==================== design 1
==> src/rtl/clock_gate_sequencer.sv <==
// clock_gate_sequencer: shared round-robin sequencer for per-node clock-gate cells.
// Each grant either toggles one gate, waits SETTLE_CYCLES, then acks, or acks a
// redundant request straight away. IDLE always separates two sequences.
// Optional build macro: CLOCK_GATE_SEQ_STOP_FIRST_EN (pending stops win arbitration).

// Per-node lane: request classification plus the node's gate and ack registers.
module clock_gate_node_lane (
    input  logic clock,
    input  logic async_resetn,
    input  logic starting,
    input  logic stopping,
    input  logic toggle,
    input  logic ack_start,
    input  logic ack_stop,
    output logic gate,
    output logic started,
    output logic stopped,
    output logic cand,
    output logic pend,
    output logic pend_stop,
    output logic is_start
);
    logic redundant;

    // Classify the request against the current gate; both-high resolves by gate state.
    always_comb begin
        is_start  = gate ? (starting & ~stopping) : starting;
        pend      = (starting & ~gate) | (stopping & gate);
        pend_stop = stopping & gate;
        redundant = (starting & gate) | (stopping & ~gate);
        cand      = pend | redundant;
    end

    // Gate flips only on a grant; acks are single-cycle registered pulses.
    always_ff @(posedge clock or negedge async_resetn) begin
        if (!async_resetn) begin
            gate    <= 1'b0;
            started <= 1'b0;
            stopped <= 1'b0;
        end else begin
            gate    <= gate ^ toggle;
            started <= ack_start;
            stopped <= ack_stop;
        end
    end
endmodule

module clock_gate_sequencer #(
    parameter int NODES         = 4,
    parameter int SETTLE_CYCLES = 4,
    parameter int CNT_W         = $clog2(SETTLE_CYCLES + 1)
) (
    input  logic             clock,
    input  logic             async_resetn,
    input  logic [NODES-1:0] node_starting,
    input  logic [NODES-1:0] node_stopping,
    output logic [NODES-1:0] gate_enable,
    output logic [NODES-1:0] node_started,
    output logic [NODES-1:0] node_stopped,
    output logic             sequencer_busy
);
    localparam int IDX_W = (NODES > 1) ? $clog2(NODES) : 1;

    typedef enum logic [1:0] {
        IDLE   = 2'd0,
        SETTLE = 2'd1,
        ACK    = 2'd2
    } state_t;

    // Result of one arbitration pass.
    typedef struct packed {
        logic             found;
        logic [IDX_W-1:0] idx;
        logic             is_start;
        logic             pend;
    } grant_t;

    state_t           state, state_nxt;
    logic [CNT_W-1:0] cnt, cnt_nxt;
    logic [IDX_W-1:0] rr_ptr, rr_ptr_nxt;
    logic [IDX_W-1:0] sel, sel_nxt;
    logic             sel_start, sel_start_nxt;

    logic [NODES-1:0] cand, pend, pend_stop, is_start;
    logic [NODES-1:0] toggle, ack_start, ack_stop;
    logic [NODES-1:0] arb_mask;
    logic [IDX_W-1:0] arb_idx;
    grant_t           grant;

    clock_gate_node_lane u_lane [NODES-1:0] (
        .clock        (clock),
        .async_resetn (async_resetn),
        .starting     (node_starting),
        .stopping     (node_stopping),
        .toggle       (toggle),
        .ack_start    (ack_start),
        .ack_stop     (ack_stop),
        .gate         (gate_enable),
        .started      (node_started),
        .stopped      (node_stopped),
        .cand         (cand),
        .pend         (pend),
        .pend_stop    (pend_stop),
        .is_start     (is_start)
    );

    assign sequencer_busy = (state != IDLE);

    // Round-robin search from rr_ptr+1; optionally restricted to pending stops.
    always_comb begin
        arb_mask = cand;
`ifdef CLOCK_GATE_SEQ_STOP_FIRST_EN
        if (|pend_stop) arb_mask = pend_stop;
`endif
        grant   = '0;
        arb_idx = '0;
        for (int k = 1; k <= NODES; k++) begin
            arb_idx = IDX_W'((int'(rr_ptr) + k) % NODES);
            if (!grant.found && arb_mask[arb_idx]) begin
                grant.found    = 1'b1;
                grant.idx      = arb_idx;
                grant.is_start = is_start[arb_idx];
                grant.pend     = pend[arb_idx];
            end
        end
    end

    // Sequencer state register.
    always_ff @(posedge clock or negedge async_resetn) begin
        if (!async_resetn) begin
            state     <= IDLE;
            cnt       <= '0;
            rr_ptr    <= IDX_W'(NODES - 1);
            sel       <= '0;
            sel_start <= 1'b0;
        end else begin
            state     <= state_nxt;
            cnt       <= cnt_nxt;
            rr_ptr    <= rr_ptr_nxt;
            sel       <= sel_nxt;
            sel_start <= sel_start_nxt;
        end
    end

    // Next state, gate toggle and ack requests; acks are registered in the lanes
    // so they appear in the cycle the FSM sits in ACK.
    always_comb begin
        state_nxt     = state;
        cnt_nxt       = cnt;
        rr_ptr_nxt    = rr_ptr;
        sel_nxt       = sel;
        sel_start_nxt = sel_start;
        toggle        = '0;
        ack_start     = '0;
        ack_stop      = '0;
        unique case (state)
            IDLE: begin
                if (grant.found) begin
                    rr_ptr_nxt    = grant.idx;
                    sel_nxt       = grant.idx;
                    sel_start_nxt = grant.is_start;
                    if (grant.pend) begin
                        toggle[grant.idx] = 1'b1;
                        cnt_nxt           = '0;
                        state_nxt         = SETTLE;
                    end else begin
                        // Gate already in the requested state: acknowledge only.
                        ack_start[grant.idx] = grant.is_start;
                        ack_stop[grant.idx]  = ~grant.is_start;
                        state_nxt            = ACK;
                    end
                end
            end
            SETTLE: begin
                // Requests are ignored here; a withdrawn request still gets its ack.
                if (cnt == CNT_W'(SETTLE_CYCLES - 1)) begin
                    ack_start[sel] = sel_start;
                    ack_stop[sel]  = ~sel_start;
                    state_nxt      = ACK;
                end else begin
                    cnt_nxt = cnt + CNT_W'(1);
                end
            end
            ACK: begin
                // One IDLE cycle lets the acked node drop its request before re-arbitration.
                state_nxt = IDLE;
            end
            default: state_nxt = IDLE;
        endcase
    end

    // Structural guarantees of the sequencer.
    a_one_ack : assert property (@(posedge clock) disable iff (!async_resetn)
        $onehot0(node_started | node_stopped));
    a_one_toggle : assert property (@(posedge clock) disable iff (!async_resetn)
        $onehot0(toggle));
endmodule

==> config.mk <==
export PLATFORM = sky130hd
export DESIGN_NAME = clock_gate_sequencer
export DESIGN_NICKNAME = d
export VERILOG_FILES = /design/src/rtl/clock_gate_sequencer.sv
export SDC_FILE = /design/constraint.sdc
export NUM_CORES = 1
export LEC_CHECK = 0
export ABC_AREA = 1
export CAP_MARGIN = 20
export CORE_UTILIZATION = 29
export DETAILED_ROUTE_END_ITERATION = 10
export HOLD_SLACK_MARGIN = 0.02
export PLACE_DENSITY_LB_ADDON = 0.08
export SETUP_SLACK_MARGIN = 0.15
export SYNTH_ARGS = -nofsm -noshare
export SYNTH_HDL_FRONTEND = slang
export SYNTH_SLANG_ARGS = --single-unit
==> constraint.sdc <==
create_clock -name clock -period 3.21 [get_ports clock]
set_input_delay 0.4815 -clock clock [delete_from_list [all_inputs] [get_ports clock]]
set_output_delay 0.4815 -clock clock [all_outputs]
set_load 0.05 [all_outputs]
==================== design 2
[src/rtl/phy_tx_pkg.sv]
// Shared constants and state type for the PHY TX lane scheduler.
package phy_tx_pkg;

    localparam int unsigned NUM_LANES = 4;
    localparam int unsigned LANE_W    = 2;
    localparam int unsigned BYTE_W    = 8;

    typedef enum logic [1:0] {IDLE, BURST, STALL} state_e;

endpackage

[src/rtl/phy_tx_lane_scheduler_rr_pick.sv]
// Combinational round-robin finder: first valid lane at or after start_i, wrapping.
module phy_tx_rr_pick
    import phy_tx_pkg::*;
(
    input  logic [NUM_LANES-1:0] valid_i,
    input  logic [LANE_W-1:0]    start_i,
    output logic                 found_o,
    output logic [LANE_W-1:0]    lane_o
);

    logic [LANE_W-1:0] idx;

    // Scan from the farthest offset down so the nearest valid lane wins.
    always_comb begin
        found_o = 1'b0;
        lane_o  = start_i;
        idx     = '0;
        for (int i = NUM_LANES - 1; i >= 0; i--) begin
            idx = start_i + LANE_W'(i);
            if (valid_i[idx]) begin
                found_o = 1'b1;
                lane_o  = idx;
            end
        end
    end

endmodule

[src/rtl/phy_tx_lane_scheduler.sv]
// Round-robin burst scheduler sharing one registered byte path among four lanes.
// Optional per-lane byte and stall counters are built when PHY_TX_SCHED_STATS_EN is defined.
module phy_tx_lane_scheduler
    import phy_tx_pkg::*;
#(
    parameter int unsigned MAX_BURST = 4
) (
    input  logic              clk,
    input  logic              reset,
    input  logic              enable,
    input  logic [BYTE_W-1:0] In0,
    input  logic [BYTE_W-1:0] In1,
    input  logic [BYTE_W-1:0] In2,
    input  logic [BYTE_W-1:0] In3,
    input  logic              valid0,
    input  logic              valid1,
    input  logic              valid2,
    input  logic              valid3,
    output logic              ready0,
    output logic              ready1,
    output logic              ready2,
    output logic              ready3,
    input  logic              out_ready,
    output logic [BYTE_W-1:0] data_out,
    output logic              valid_out,
    output logic [LANE_W-1:0] lane_out,
    output logic              busy
`ifdef PHY_TX_SCHED_STATS_EN
    ,
    output logic [15:0]       byte_cnt0,
    output logic [15:0]       byte_cnt1,
    output logic [15:0]       byte_cnt2,
    output logic [15:0]       byte_cnt3,
    output logic [15:0]       stall_cnt
`endif
);

    localparam logic [3:0] MaxBurst = 4'(MAX_BURST);

    state_e              state_q, state_d;
    logic [LANE_W-1:0]   cur_lane_q, cur_lane_d;
    logic [LANE_W-1:0]   last_lane_q, last_lane_d;
    logic [3:0]          burst_cnt_q, burst_cnt_d;
    logic [BYTE_W-1:0]   data_q, data_d;
    logic                valid_q, valid_d;
    logic [LANE_W-1:0]   lane_q, lane_d;

    logic [NUM_LANES-1:0] valid_vec;
    logic                 can_load, accept, found;
    logic [LANE_W-1:0]    acc_lane, pick_lane, scan_start;
    logic [BYTE_W-1:0]    acc_byte;

    assign valid_vec  = {valid3, valid2, valid1, valid0};
    assign can_load   = !valid_q || out_ready;
    // From IDLE continue after the last served lane; otherwise after the current one.
    assign scan_start = ((state_q == IDLE) ? last_lane_q : cur_lane_q) + LANE_W'(1);

    phy_tx_rr_pick u_pick (
        .valid_i (valid_vec),
        .start_i (scan_start),
        .found_o (found),
        .lane_o  (pick_lane)
    );

    always_comb begin
        state_d     = state_q;
        cur_lane_d  = cur_lane_q;
        last_lane_d = last_lane_q;
        burst_cnt_d = burst_cnt_q;
        accept      = 1'b0;
        acc_lane    = cur_lane_q;
        unique case (state_q)
            IDLE: begin
                if (enable && found && can_load) begin
                    accept      = 1'b1;
                    acc_lane    = pick_lane;
                    cur_lane_d  = pick_lane;
                    burst_cnt_d = 4'd1;
                    state_d     = BURST;
                end
            end
            BURST, STALL: begin
                if (!can_load) begin
                    state_d = STALL;
                end else if (valid_vec[cur_lane_q] && (burst_cnt_q < MaxBurst) && enable) begin
                    accept      = 1'b1;
                    burst_cnt_d = burst_cnt_q + 4'd1;
                    state_d     = BURST;
                end else begin
                    last_lane_d = cur_lane_q;
                    if (enable && found) begin
                        accept      = 1'b1;
                        acc_lane    = pick_lane;
                        cur_lane_d  = pick_lane;
                        burst_cnt_d = 4'd1;
                        state_d     = BURST;
                    end else begin
                        burst_cnt_d = 4'd0;
                        state_d     = IDLE;
                    end
                end
            end
            default: state_d = IDLE;
        endcase
    end

    always_comb begin
        acc_byte = In0;
        unique case (acc_lane)
            2'd0:    acc_byte = In0;
            2'd1:    acc_byte = In1;
            2'd2:    acc_byte = In2;
            default: acc_byte = In3;
        endcase
    end

    always_comb begin
        data_d  = data_q;
        lane_d  = lane_q;
        valid_d = valid_q;
        if (can_load) begin
            if (accept) begin
                data_d  = acc_byte;
                lane_d  = acc_lane;
                valid_d = 1'b1;
            end else begin
                valid_d = 1'b0;
            end
        end
    end

    always_ff @(posedge clk) begin
        if (reset) begin
            state_q     <= IDLE;
            cur_lane_q  <= '0;
            last_lane_q <= LANE_W'(NUM_LANES - 1);
            burst_cnt_q <= '0;
            data_q      <= '0;
            valid_q     <= 1'b0;
            lane_q      <= '0;
        end else begin
            state_q     <= state_d;
            cur_lane_q  <= cur_lane_d;
            last_lane_q <= last_lane_d;
            burst_cnt_q <= burst_cnt_d;
            data_q      <= data_d;
            valid_q     <= valid_d;
            lane_q      <= lane_d;
        end
    end

    assign ready0    = accept && (acc_lane == 2'd0);
    assign ready1    = accept && (acc_lane == 2'd1);
    assign ready2    = accept && (acc_lane == 2'd2);
    assign ready3    = accept && (acc_lane == 2'd3);
    assign data_out  = data_q;
    assign valid_out = valid_q;
    assign lane_out  = lane_q;
    assign busy      = (state_q != IDLE);

`ifdef PHY_TX_SCHED_STATS_EN
    logic [15:0] byte_cnt_q [NUM_LANES];
    logic [15:0] stall_cnt_q;

    always_ff @(posedge clk) begin
        if (reset) begin
            for (int i = 0; i < NUM_LANES; i++) byte_cnt_q[i] <= '0;
            stall_cnt_q <= '0;
        end else begin
            if (accept) byte_cnt_q[acc_lane] <= byte_cnt_q[acc_lane] + 16'd1;
            if ((state_q == STALL) && (stall_cnt_q != 16'hFFFF)) begin
                stall_cnt_q <= stall_cnt_q + 16'd1;
            end
        end
    end

    assign byte_cnt0 = byte_cnt_q[0];
    assign byte_cnt1 = byte_cnt_q[1];
    assign byte_cnt2 = byte_cnt_q[2];
    assign byte_cnt3 = byte_cnt_q[3];
    assign stall_cnt = stall_cnt_q;
`endif

endmodule
[config.mk]
export PLATFORM = sky130hd
export DESIGN_NAME = phy_tx_lane_scheduler
export DESIGN_NICKNAME = d
export VERILOG_FILES = /design/src/rtl/phy_tx_pkg.sv /design/src/rtl/phy_tx_lane_scheduler_rr_pick.sv /design/src/rtl/phy_tx_lane_scheduler.sv
export SDC_FILE = /design/constraint.sdc
export NUM_CORES = 1
export LEC_CHECK = 0
export CORE_MARGIN = 2
export CORE_UTILIZATION = 45
export CTS_CLUSTER_SIZE = 40
export DETAILED_ROUTE_END_ITERATION = 10
export PLACE_DENSITY = 0.81
export SLEW_MARGIN = 10
export SYNTH_ARGS = -nofsm -noshare
export SYNTH_HDL_FRONTEND = slang
export SYNTH_HIERARCHICAL = 1
export SYNTH_SLANG_ARGS = --single-unit
export TNS_END_PERCENT = 20
[constraint.sdc]
create_clock -name clk -period 4.4 [get_ports clk]
set_clock_uncertainty 0.15 [all_clocks]
set_input_delay 0.66 -clock clk [delete_from_list [all_inputs] [get_ports clk]]
set_output_delay 0.66 -clock clk [all_outputs]
set_load 0.02 [all_outputs]
==================== design 3
==> src/rtl/vga_timing_if.sv <==
// Pixel-side bundle for vga_timing: scan coordinates out to the compositor,
// the returned pixel in, and the panel strobes/data out.
// master = timing generator, slave = compositor/panel side.
interface vga_timing_if;
   logic [23:0] pixel_in;
   logic        test_mode;
   logic [10:0] vga_h;
   logic [10:0] vga_v;
   logic [23:0] rgb_out;
   logic        de;
   logic        hsync;
   logic        vsync;
   logic        frame_start;

   modport master (
      input  pixel_in, test_mode,
      output vga_h, vga_v, rgb_out, de, hsync, vsync, frame_start
   );

   modport slave (
      output pixel_in, test_mode,
      input  vga_h, vga_v, rgb_out, de, hsync, vsync, frame_start
   );
endinterface

==> src/rtl/vga_timing.sv <==
// vga_timing: scan-timing master for an 800x480 RGB panel.
// Issues vga_h/vga_v to the compositor, takes the returned pixel
// PIXEL_LATENCY clocks later and drives rgb/de/hsync/vsync aligned to it.
// Optional macro VGA_TEST_PATTERN_EN adds an 8-bar colour test pattern
// selected by test_mode.
module vga_timing #(
   parameter int H_ACTIVE      = 800,
   parameter int H_FP          = 40,
   parameter int H_SYNC        = 48,
   parameter int H_BP          = 40,
   parameter int V_ACTIVE      = 480,
   parameter int V_FP          = 13,
   parameter int V_SYNC        = 3,
   parameter int V_BP          = 29,
   parameter bit H_SYNC_POL    = 1'b0,
   parameter bit V_SYNC_POL    = 1'b0,
   parameter int PIXEL_LATENCY = 1
) (
   input  logic         clk,
   input  logic         reset_n,
   vga_timing_if.master bus
);

   localparam int H_TOTAL = H_ACTIVE + H_FP + H_SYNC + H_BP;
   localparam int V_TOTAL = V_ACTIVE + V_FP + V_SYNC + V_BP;
   // Depth of the strobe pipes: pixel latency plus the rgb output register.
   localparam int L       = PIXEL_LATENCY + 1;

   localparam logic [10:0] H_ACT_LAST = 11'(H_ACTIVE - 1);
   localparam logic [10:0] H_FP_LAST  = 11'(H_ACTIVE + H_FP - 1);
   localparam logic [10:0] H_SYN_LAST = 11'(H_ACTIVE + H_FP + H_SYNC - 1);
   localparam logic [10:0] H_TOT_LAST = 11'(H_TOTAL - 1);
   localparam logic [10:0] V_ACT_LAST = 11'(V_ACTIVE - 1);
   localparam logic [10:0] V_FP_LAST  = 11'(V_ACTIVE + V_FP - 1);
   localparam logic [10:0] V_SYN_LAST = 11'(V_ACTIVE + V_FP + V_SYNC - 1);
   localparam logic [10:0] V_TOT_LAST = 11'(V_TOTAL - 1);

   typedef enum logic [1:0] {H_ACT, H_FRONT, H_SYN, H_BACK} h_state_t;
   typedef enum logic [1:0] {V_ACT, V_FRONT, V_SYN, V_BACK} v_state_t;

   h_state_t    h_state_q, h_state_d;
   v_state_t    v_state_q, v_state_d;
   logic [10:0] h_q, h_d;
   logic [10:0] v_q, v_d;
   logic        h_wrap;

   logic        de_raw, hs_raw, vs_raw, fs_raw;
   logic [L-1:0] de_pipe_q, de_pipe_d;
   logic [L-1:0] hs_pipe_q, hs_pipe_d;
   logic [L-1:0] vs_pipe_q, vs_pipe_d;
   logic [L-1:0] fs_pipe_q, fs_pipe_d;
   logic [23:0] rgb_q, rgb_d;
   logic [23:0] rgb_src;
   // de delayed to line up with pixel_in (one stage short of the output).
   logic        de_align;

   // Horizontal counter and phase FSM.
   always_comb begin
      h_wrap    = (h_q == H_TOT_LAST);
      h_d       = h_wrap ? '0 : h_q + 11'd1;
      h_state_d = h_state_q;
      case (h_state_q)
         H_ACT:   if (h_q == H_ACT_LAST) h_state_d = H_FRONT;
         H_FRONT: if (h_q == H_FP_LAST)  h_state_d = H_SYN;
         H_SYN:   if (h_q == H_SYN_LAST) h_state_d = H_BACK;
         H_BACK:  if (h_wrap)            h_state_d = H_ACT;
         default:                        h_state_d = H_ACT;
      endcase
   end

   // Vertical counter and phase FSM, advancing only on a horizontal wrap.
   always_comb begin
      v_d       = v_q;
      v_state_d = v_state_q;
      if (h_wrap) begin
         v_d = (v_q == V_TOT_LAST) ? '0 : v_q + 11'd1;
         case (v_state_q)
            V_ACT:   if (v_q == V_ACT_LAST) v_state_d = V_FRONT;
            V_FRONT: if (v_q == V_FP_LAST)  v_state_d = V_SYN;
            V_SYN:   if (v_q == V_SYN_LAST) v_state_d = V_BACK;
            V_BACK:  if (v_q == V_TOT_LAST) v_state_d = V_ACT;
            default:                        v_state_d = V_ACT;
         endcase
      end
   end

   // Raw strobes decoded from the phases, then shifted into the delay pipes.
   always_comb begin
      de_raw    = (h_state_q == H_ACT) && (v_state_q == V_ACT);
      hs_raw    = (h_state_q == H_SYN);
      vs_raw    = (v_state_q == V_SYN);
      fs_raw    = (h_q == '0) && (v_q == '0);
      de_pipe_d = {de_pipe_q[L-2:0], de_raw};
      hs_pipe_d = {hs_pipe_q[L-2:0], hs_raw};
      vs_pipe_d = {vs_pipe_q[L-2:0], vs_raw};
      fs_pipe_d = {fs_pipe_q[L-2:0], fs_raw};
      de_align  = de_pipe_q[L-2];
   end

`ifdef VGA_TEST_PATTERN_EN
   localparam int BAR_W = H_ACTIVE / 8;

   logic [10:0] hx_pipe_q [PIXEL_LATENCY];
   logic [10:0] hx_pipe_d [PIXEL_LATENCY];
   logic [2:0]  bar_idx;
   logic [23:0] bar_rgb;

   // Horizontal index delayed to match pixel_in, then mapped to a bar colour.
   always_comb begin
      hx_pipe_d[0] = h_q;
      for (int unsigned i = 1; i < PIXEL_LATENCY; i++) begin
         hx_pipe_d[i] = hx_pipe_q[i-1];
      end
      bar_idx = '0;
      for (int unsigned k = 1; k < 8; k++) begin
         if (hx_pipe_q[PIXEL_LATENCY-1] >= 11'(k * BAR_W)) bar_idx = 3'(k);
      end
      case (bar_idx)
         3'd0:    bar_rgb = 24'hFFFFFF;
         3'd1:    bar_rgb = 24'hFFFF00;
         3'd2:    bar_rgb = 24'h00FFFF;
         3'd3:    bar_rgb = 24'h00FF00;
         3'd4:    bar_rgb = 24'hFF00FF;
         3'd5:    bar_rgb = 24'hFF0000;
         3'd6:    bar_rgb = 24'h0000FF;
         default: bar_rgb = 24'h000000;
      endcase
      rgb_src = bus.test_mode ? bar_rgb : bus.pixel_in;
   end

   // Delay line for the horizontal index used by the bar generator.
   always_ff @(posedge clk or negedge reset_n) begin
      if (!reset_n) begin
         for (int unsigned i = 0; i < PIXEL_LATENCY; i++) hx_pipe_q[i] <= '0;
      end else begin
         for (int unsigned i = 0; i < PIXEL_LATENCY; i++) hx_pipe_q[i] <= hx_pipe_d[i];
      end
   end
`else
   logic unused_test_mode;
   assign unused_test_mode = bus.test_mode;

   // Pixel source is always the compositor in this build.
   always_comb begin
      rgb_src = bus.pixel_in;
   end
`endif

   // Blank the panel data whenever the aligned de is low.
   always_comb begin
      rgb_d = de_align ? rgb_src : '0;
   end

   // State registers; all pipes clear to their inactive level.
   always_ff @(posedge clk or negedge reset_n) begin
      if (!reset_n) begin
         h_q       <= '0;
         v_q       <= '0;
         h_state_q <= H_ACT;
         v_state_q <= V_ACT;
         de_pipe_q <= '0;
         hs_pipe_q <= '0;
         vs_pipe_q <= '0;
         fs_pipe_q <= '0;
         rgb_q     <= '0;
      end else begin
         h_q       <= h_d;
         v_q       <= v_d;
         h_state_q <= h_state_d;
         v_state_q <= v_state_d;
         de_pipe_q <= de_pipe_d;
         hs_pipe_q <= hs_pipe_d;
         vs_pipe_q <= vs_pipe_d;
         fs_pipe_q <= fs_pipe_d;
         rgb_q     <= rgb_d;
      end
   end

   assign bus.vga_h       = h_q;
   assign bus.vga_v       = v_q;
   assign bus.rgb_out     = rgb_q;
   assign bus.de          = de_pipe_q[L-1];
   assign bus.hsync       = hs_pipe_q[L-1] ~^ H_SYNC_POL;
   assign bus.vsync       = vs_pipe_q[L-1] ~^ V_SYNC_POL;
   assign bus.frame_start = fs_pipe_q[L-1];

endmodule

==> src/flat_wrapper.sv <==
// flat-port wrapper written by rule: the top's interface ports become plain ports
module vga_timing_flat 
#(
   parameter int H_ACTIVE      = 800,
   parameter int H_FP          = 40,
   parameter int H_SYNC        = 48,
   parameter int H_BP          = 40,
   parameter int V_ACTIVE      = 480,
   parameter int V_FP          = 13,
   parameter int V_SYNC        = 3,
   parameter int V_BP          = 29,
   parameter bit H_SYNC_POL    = 1'b0,
   parameter bit V_SYNC_POL    = 1'b0,
   parameter int PIXEL_LATENCY = 1
)
  (clk, reset_n, bus_pixel_in, bus_test_mode, bus_vga_h, bus_vga_v, bus_rgb_out, bus_de, bus_hsync, bus_vsync, bus_frame_start);
  vga_timing_if bus_i ();
  input  logic clk;
  input  logic reset_n;
  input wire logic [$bits(bus_i.pixel_in)-1:0] bus_pixel_in;
  input wire logic [$bits(bus_i.test_mode)-1:0] bus_test_mode;
  output wire logic [$bits(bus_i.vga_h)-1:0] bus_vga_h;
  output wire logic [$bits(bus_i.vga_v)-1:0] bus_vga_v;
  output wire logic [$bits(bus_i.rgb_out)-1:0] bus_rgb_out;
  output wire logic [$bits(bus_i.de)-1:0] bus_de;
  output wire logic [$bits(bus_i.hsync)-1:0] bus_hsync;
  output wire logic [$bits(bus_i.vsync)-1:0] bus_vsync;
  output wire logic [$bits(bus_i.frame_start)-1:0] bus_frame_start;
  assign bus_i.pixel_in = bus_pixel_in;
  assign bus_i.test_mode = bus_test_mode;
  assign bus_vga_h = bus_i.vga_h;
  assign bus_vga_v = bus_i.vga_v;
  assign bus_rgb_out = bus_i.rgb_out;
  assign bus_de = bus_i.de;
  assign bus_hsync = bus_i.hsync;
  assign bus_vsync = bus_i.vsync;
  assign bus_frame_start = bus_i.frame_start;
  vga_timing #(.H_ACTIVE(H_ACTIVE), .H_FP(H_FP), .H_SYNC(H_SYNC), .H_BP(H_BP), .V_ACTIVE(V_ACTIVE), .V_FP(V_FP), .V_SYNC(V_SYNC), .V_BP(V_BP), .H_SYNC_POL(H_SYNC_POL), .V_SYNC_POL(V_SYNC_POL), .PIXEL_LATENCY(PIXEL_LATENCY)) u_core (.clk(clk), .reset_n(reset_n), .bus(bus_i));
endmodule
==> config.mk <==
export PLATFORM = sky130hd
export DESIGN_NAME = vga_timing_flat
export DESIGN_NICKNAME = d
export VERILOG_FILES = /design/src/rtl/vga_timing_if.sv /design/src/rtl/vga_timing.sv /design/src/flat_wrapper.sv
export SDC_FILE = /design/constraint.sdc
export NUM_CORES = 1
export LEC_CHECK = 0
export ABC_AREA = 1
export CAP_MARGIN = 20
export CORE_UTILIZATION = 30
export CTS_CLUSTER_SIZE = 28
export DETAILED_ROUTE_END_ITERATION = 12
export GPL_TIMING_DRIVEN = 0
export SYNTH_ARGS = -nofsm -noshare
export SYNTH_HDL_FRONTEND = slang
export SYNTH_SLANG_ARGS = --single-unit
==> constraint.sdc <==
create_clock -name clk -period 4.4 [get_ports clk]
set_clock_uncertainty 0.15 [all_clocks]
set_input_delay 0.44 -clock clk [delete_from_list [all_inputs] [get_ports clk]]
set_output_delay 0.44 -clock clk [all_outputs]
set_load 0.005 [all_outputs]
==================== design 4
<file path="src/rtl/rx_frame_parser.sv">
`default_nettype none
// ============================================================================
// Module   : rx_frame_parser
// Purpose  : Byte-level frame parser placed behind the UART receiver.
//            Recognises SYNC, CMD, LEN, LEN payload bytes, CHK. Checks an
//            8-bit additive checksum over CMD+LEN+payload and buffers the
//            payload locally. A good frame is held for the command logic
//            until it is acknowledged.
// Ports    : clk          - system clock, rising edge
//            reset        - asynchronous reset, active low
//            rx_data      - received byte
//            rx_valid     - one-cycle strobe qualifying rx_data
//            frame_ack    - consumer releases the held frame (HOLD only)
//            rd_addr      - payload buffer read address
//            rd_data      - payload byte at rd_addr, one cycle latency
//            frame_ready  - a complete, checksum-valid frame is held
//            frame_cmd    - CMD byte of the held frame
//            frame_len    - LEN of the held frame
//            err_chk      - one-cycle pulse on checksum mismatch
//            err_len      - one-cycle pulse when LEN exceeds MAX_LEN
//            err_timeout  - one-cycle pulse on inter-byte timeout abort
//            overrun      - one-cycle pulse when a byte is dropped in HOLD
// Revision : 1.0 - initial release
// ============================================================================
module rx_frame_parser #(
    parameter logic [7:0] SYNC    = 8'hAA,
    parameter int         MAX_LEN = 16,
    parameter int         TIMEOUT = 4096
) (
    input  logic                           clk,
    input  logic                           reset,
    input  logic [7:0]                     rx_data,
    input  logic                           rx_valid,
    input  logic                           frame_ack,
    input  logic [$clog2(MAX_LEN)-1:0]     rd_addr,
    output logic [7:0]                     rd_data,
    output logic                           frame_ready,
    output logic [7:0]                     frame_cmd,
    output logic [$clog2(MAX_LEN+1)-1:0]   frame_len,
    output logic                           err_chk,
    output logic                           err_len,
    output logic                           err_timeout,
    output logic                           overrun
);

    localparam int c_AW = $clog2(MAX_LEN);
    localparam int c_LW = $clog2(MAX_LEN + 1);
    localparam int c_TW = $clog2(TIMEOUT + 1);

    localparam logic [7:0]      c_MAX_LEN8 = 8'(MAX_LEN);
    localparam logic [c_LW-1:0] c_LEN_ONE  = c_LW'(1);
    localparam logic [c_TW-1:0] c_TMO_ONE  = c_TW'(1);
    localparam logic [c_TW-1:0] c_TMO_LAST = c_TW'(TIMEOUT - 1);
    localparam logic [c_TW-1:0] c_TMO_SAT  = c_TW'(TIMEOUT);

    typedef enum logic [2:0] {
        S_IDLE    = 3'd0,
        S_CMD     = 3'd1,
        S_LEN     = 3'd2,
        S_PAYLOAD = 3'd3,
        S_CHK     = 3'd4,
        S_HOLD    = 3'd5
    } state_t;

    state_t          r_state;
    logic [7:0]      r_cmd;
    logic [7:0]      r_sum;
    logic [c_LW-1:0] r_len;
    logic [c_LW-1:0] r_idx;
    logic [c_TW-1:0] r_tmo;
    logic [7:0]      r_buf [MAX_LEN];

    logic w_active;
    logic w_tmo_hit;
    logic w_buf_wr;

    // Inter-byte timer only runs while a frame is being assembled.
    assign w_active  = (r_state == S_CMD) || (r_state == S_LEN) ||
                       (r_state == S_PAYLOAD) || (r_state == S_CHK);
    // Abort on the idle cycle that brings the count up to TIMEOUT.
    assign w_tmo_hit = w_active && !rx_valid && (r_tmo == c_TMO_LAST);
    assign w_buf_wr  = (r_state == S_PAYLOAD) && rx_valid;

    // Payload storage carries no reset; contents are only meaningful in HOLD.
    always_ff @(posedge clk) begin
        if (w_buf_wr) begin
            r_buf[r_idx[c_AW-1:0]] <= rx_data;
        end
    end

    always_ff @(posedge clk or negedge reset) begin
        if (!reset) begin
            r_state     <= S_IDLE;
            r_cmd       <= 8'h00;
            r_sum       <= 8'h00;
            r_len       <= '0;
            r_idx       <= '0;
            r_tmo       <= '0;
            rd_data     <= 8'h00;
            frame_ready <= 1'b0;
            frame_cmd   <= 8'h00;
            frame_len   <= '0;
            err_chk     <= 1'b0;
            err_len     <= 1'b0;
            err_timeout <= 1'b0;
            overrun     <= 1'b0;
        end else begin
            err_chk     <= 1'b0;
            err_len     <= 1'b0;
            err_timeout <= 1'b0;
            overrun     <= 1'b0;
            rd_data     <= r_buf[rd_addr];

            if (w_active) begin
                if (rx_valid) begin
                    r_tmo <= '0;
                end else if (r_tmo != c_TMO_SAT) begin
                    r_tmo <= r_tmo + c_TMO_ONE;
                end
            end else begin
                r_tmo <= '0;
            end

            if (w_tmo_hit) begin
                err_timeout <= 1'b1;
                r_state     <= S_IDLE;
            end else begin
                case (r_state)
                    S_IDLE: begin
                        if (rx_valid && (rx_data == SYNC)) begin
                            r_state <= S_CMD;
                        end
                    end

                    S_CMD: begin
                        if (rx_valid) begin
                            r_cmd   <= rx_data;
                            r_sum   <= rx_data;
                            r_state <= S_LEN;
                        end
                    end

                    S_LEN: begin
                        if (rx_valid) begin
                            if (rx_data > c_MAX_LEN8) begin
                                err_len <= 1'b1;
                                r_state <= S_IDLE;
                            end else begin
                                r_sum <= r_sum + rx_data;
                                r_len <= rx_data[c_LW-1:0];
                                r_idx <= '0;
                                r_state <= (rx_data == 8'h00) ? S_CHK : S_PAYLOAD;
                            end
                        end
                    end

                    S_PAYLOAD: begin
                        if (rx_valid) begin
                            r_sum <= r_sum + rx_data;
                            r_idx <= r_idx + c_LEN_ONE;
                            if ((r_idx + c_LEN_ONE) == r_len) begin
                                r_state <= S_CHK;
                            end
                        end
                    end

                    S_CHK: begin
                        if (rx_valid) begin
                            if (rx_data == r_sum) begin
                                frame_cmd   <= r_cmd;
                                frame_len   <= r_len;
                                frame_ready <= 1'b1;
                                r_state     <= S_HOLD;
                            end else begin
                                err_chk <= 1'b1;
                                r_state <= S_IDLE;
                            end
                        end
                    end

                    S_HOLD: begin
                        // Bytes arriving while a frame is held are lost;
                        // an ack in the same cycle is still honoured.
                        if (rx_valid) begin
                            overrun <= 1'b1;
                        end
                        if (frame_ack) begin
                            frame_ready <= 1'b0;
                            r_state     <= S_IDLE;
                        end
                    end

                    default: begin
                        r_state <= S_IDLE;
                    end
                endcase
            end
        end
    end

endmodule
`default_nettype wire
</file>
<file path="config.mk">
export PLATFORM = sky130hd
export DESIGN_NAME = rx_frame_parser
export DESIGN_NICKNAME = d
export VERILOG_FILES = /design/src/rtl/rx_frame_parser.sv
export SDC_FILE = /design/constraint.sdc
export NUM_CORES = 1
export LEC_CHECK = 0
export ABC_AREA = 0
export CAP_MARGIN = 20
export CORE_MARGIN = 1.5
export CORE_UTILIZATION = 54
export CTS_CLUSTER_SIZE = 25
export DETAILED_ROUTE_END_ITERATION = 7
export MAX_ROUTING_LAYER = met4
export PLACE_DENSITY = 0.75
export SYNTH_ARGS = -nofsm -noshare
export SYNTH_HDL_FRONTEND = slang
export SYNTH_SLANG_ARGS = --single-unit
</file>
<file path="constraint.sdc">
create_clock -name clk -period 2.3 [get_ports clk]
set_input_delay 0.69 -clock clk [delete_from_list [all_inputs] [get_ports clk]]
set_output_delay 0.69 -clock clk [all_outputs]
set_load 0.03 [all_outputs]
</file>
==> design_2/congestion_map.png <==
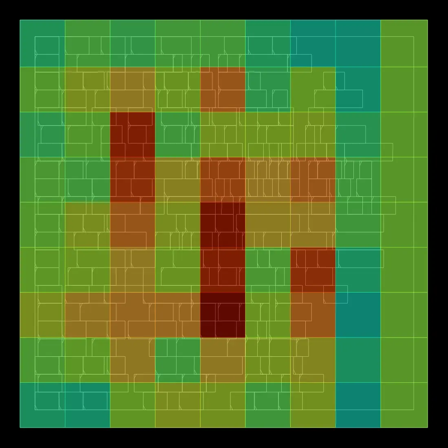
Finished Core Util: 65.72%
met2 Track Usage GR: 36.41%

==> results.py, design 2 <==
# Flow results
metrics = {
    "status": {
        "status": "finished, final reports clean",
    },
    "power_and_ir_drop": {
        "power.total_w": 0.0006997,
    },
    "critical_path": {
        "arrival_ps": 3200,
        "slowest_delay_ps": 460,
        "cpMaxStageDelayCell": "or4_1",
        "rr_startpoint": "state_q[0]$_SDFFE_PP0P_",
        "path_buffers": 3,
    },
    "synth": {
        "ys_seq_share_pct": 27.41,
        "yosysTopAreaCell": "dfxtp_1",
        "edf_count": 0,
        "ys_sh_simple_pct": 25.04,
        "ff_type": "dfxtp_1",
    },
    "drt": {
        "top_layer": "met4",
    },
    "cells_and_area": {
        "num-multi-input-gates": 131,
    },
    "place": {
        "place_area_um2": 2118,
    },
}
==> design_1/m2.png <==
Cells faint in the background.
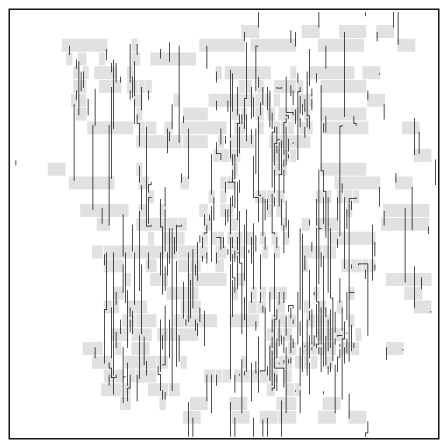
The layer carries 2130 um of wire. The longest straight run is 32.1 um. 236 nets have wire on it. The layer holds 44% of the routed length.
routed wire length: 4843 um
total number of vias: 1784
met2 Track Usage GR: 23.25%

==> design_1/m3.png <==
Scale bar: 20 um.
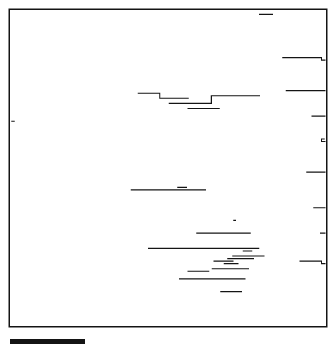
The layer carries 228 um of wire. The wires run mostly horizontal. The layer holds 4.7% of the routed length. 24 nets have wire on it. The longest straight run is 29.4 um.
M3 GR Usage: 2.262%

==> results.py, design 1 <==
# Flow results
metrics = {
    "place": {
        "place_area_um2": 2140,
        "place_congestion": 0.8056,
    },
    "cells_and_area": {
        "clk_share_pct": 2.492,
        "regArea_um2": 553.0,
        "drive_above_1_share_pct": 20.50,
        "comb_area_share_pct": 53.62,
    },
    "status": {
        "violations": "design-rule violations",
        "status": "complete, but fails checks",
    },
    "final_timing": {
        "hold_viol": 0,
        "rsz0062_at_grt": "no",
    },
    "min_path": {
        "hp-class": "flop to flop",
    },
    "drt": {
        "wire_per_inst_um": 13.64,
        "route.detailed.drc": 6,
    },
    "clock_tree": {
        "cts-htree-levels": 1,
    },
    "power_and_ir_drop": {
        "power-top-group": "combinational cells",
        "ir_drop_v": 0.0002456,
    },
    "critical_path": {
        "critical_path.endpoint": "sequencer_busy",
        "arrival_ps": 1840,
    },
    "synth": {
        "ys_types": 28,
        "synthTopCellsByCount": "nand2_1, nand3_1, dfrtp_1",
    },
}
==> design_4/gates.png <==
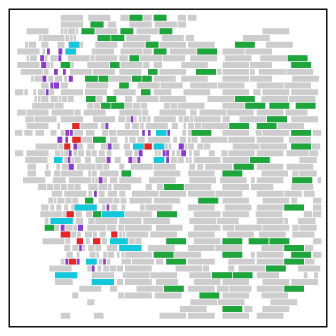
Key: non-inverting ao/oa cells = red [cells 10]; fa/ha/maj cells = cyan [cells 15]; mux cells = green [cells 69, where widely spread]; nand cells = purple [cells 45]
final cell count without fillers: 839
most numerous logic cell after layout: edfxtp_1
Comb/total area: 26.84%

==> results.py, design 4 <==
# Flow results
metrics = {
    "status": {
        "status": "finished, final reports clean",
    },
    "final_timing": {
        "holdWs_ps": 277.9,
    },
    "place": {
        "place_area_um2": 9604,
        "dp_cells": 796,
    },
    "cells_and_area": {
        "largest_reg_flops": 128,
        "nClkBuffers": 19,
        "buf_share_pct": 11.32,
        "fin_nets": 668,
        "inverters": 15,
    },
    "clock_tree": {
        "cts.reportedPaths.clkPinSlew_ps": 70,
        "cts_buffers": 17,
        "clock-sinks": 196,
    },
    "synth": {
        "avgSynthCellArea_um2": 16.21,
        "yosysMostFrequentCell": "edfxtp_1",
        "fp_nets": 541,
        "compound_area_share_pct": 4.638,
    },
    "power_and_ir_drop": {
        "power_leakage_nw": 3.878,
        "power_frac_clock_pct": 29.3,
    },
    "min_path": {
        "hp-class": "input pin to async pin",
    },
    "global_routing": {
        "grt.busiest_layer": "met2",
    },
    "floorplan": {
        "tap_cells": 188,
        "core_area_um2": 15090,
    },
    "critical_path": {
        "crit_type": "input pin to flop",
        "path_depth": 8,
        "path_cells": "clkdlybuf4s15_2 > buf_4 > or4b_1 > nor4_2 > o32ai_1 > a31oi_2 > nand3_1 > a32o_1",
        "cpMaxStageDelayCell": "or4b_1",
        "rrSetupSlack_ps": 110,
    },
    "drt": {
        "drt_iter0_drc": 356,
        "top_layer": "met4",
        "wire_per_inst_um": 20.88,
    },
}
==> design_3/gates.png <==
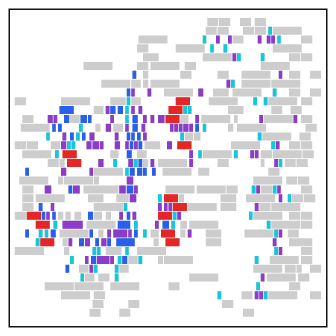
Key: nor cells = blue [cells 47]; fa/ha/maj cells = red [cells 14]; inv cells = cyan [cells 63, where widely spread]; nand cells = purple [cells 91]
Comb/total area: 26.70%
final cell count without fillers: 509

==> results.py, design 3 <==
# Flow results
metrics = {
    "power_and_ir_drop": {
        "ir_drop_v": 0.0001364,
        "switching_share_pct": 21.67,
        "switching_power_w": 0.0002424,
        "power-top-group": "registers",
    },
    "clock_tree": {
        "cts_hold_buf": 0,
        "cts_setup_buffers": 0,
        "cts_tree": "yes",
        "cts.reportedPaths.clkPinSlew_ps": 70,
    },
    "floorplan": {
        "dieHeight_um": 97.53,
    },
    "final_timing": {
        "holdWs_ps": -6.026,
        "final-max-slew-violation-count": 0,
        "finalSetupTns_ps": 0,
        "hold_viol": 12,
        "min_period_ps": 2000,
    },
    "synth": {
        "top_logic_kind": "simple AND/OR/NAND/NOR gates",
        "synthTopCellsByCount": "nand2_1, inv_1, dfrtp_1",
        "synthTopCellsByArea": "dfrtp_1, nand2_1, inv_1, ha_1, nor2_1",
        "ys_sh_simple_pct": 23.67,
        "ys_chip_area_um2": 2738,
        "synthDominantCellAreaShare_pct": 53.02,
        "ys_seq_share_pct": 53.02,
    },
    "place": {
        "portBuffers": 75,
    },
    "global_routing": {
        "grt_max_degree": 32,
        "grt_pass1_wl_um": 10780,
    },
    "drt": {
        "avgViaCountPerCell": 4.350,
    },
    "status": {
        "violations": "negative hold slack",
        "status": "complete, but fails checks",
    },
    "cells_and_area": {
        "drive_above_1_share_pct": 8.728,
        "logic_area_um2": 1026,
    },
    "critical_path": {
        "path_buffers": 1,
    },
}


==> notes/layouts.md <==
Pictures saved along the way, in no particular order.

Track usage over the die.
Plate I
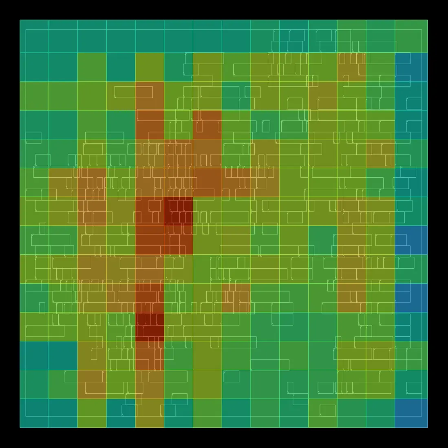
Plate II
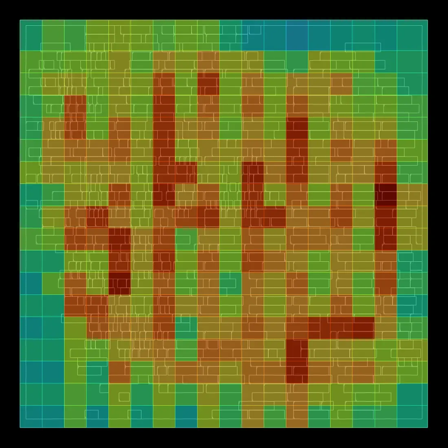
Plate III
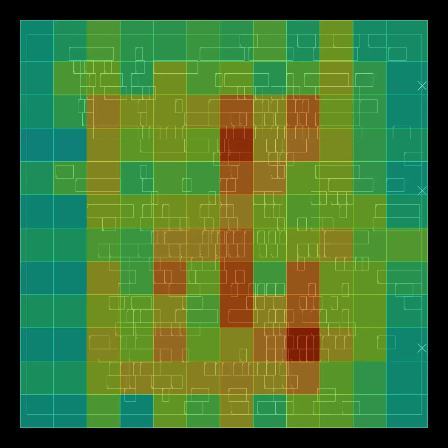
Of these, highest utilization: Plate II
design 1 -> Plate III
design 4 -> Plate II
design 3 -> Plate I


==> screenshots <==
Met2 routing.
Cells faint in the background.
image #1
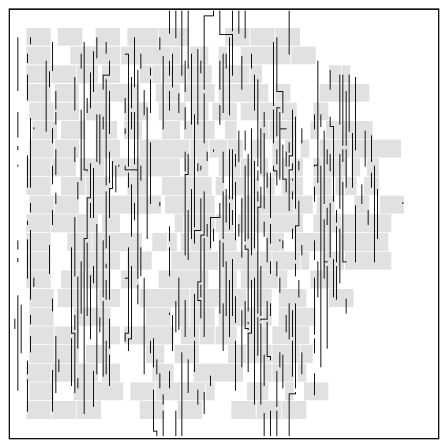
image #2
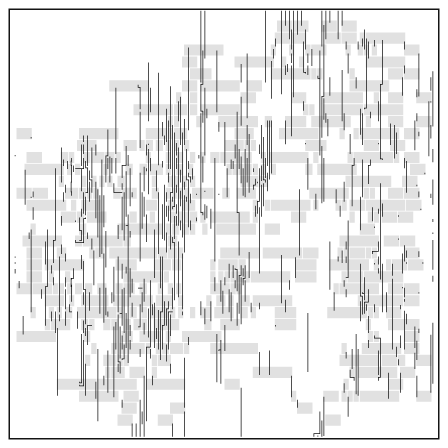
image #3
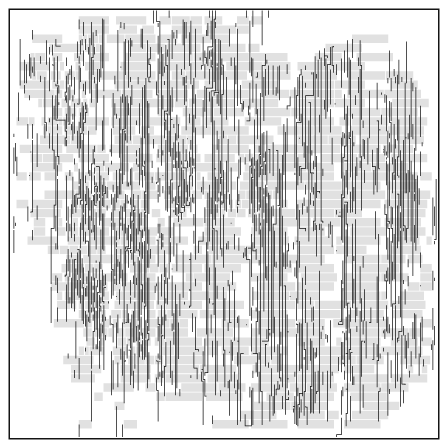
| from | picture |
|---|---|
| design 3 | image #2 |
| design 4 | image #3 |
| design 2 | image #1 |

No activity file was given, so power comes from the tool's default toggle rates.
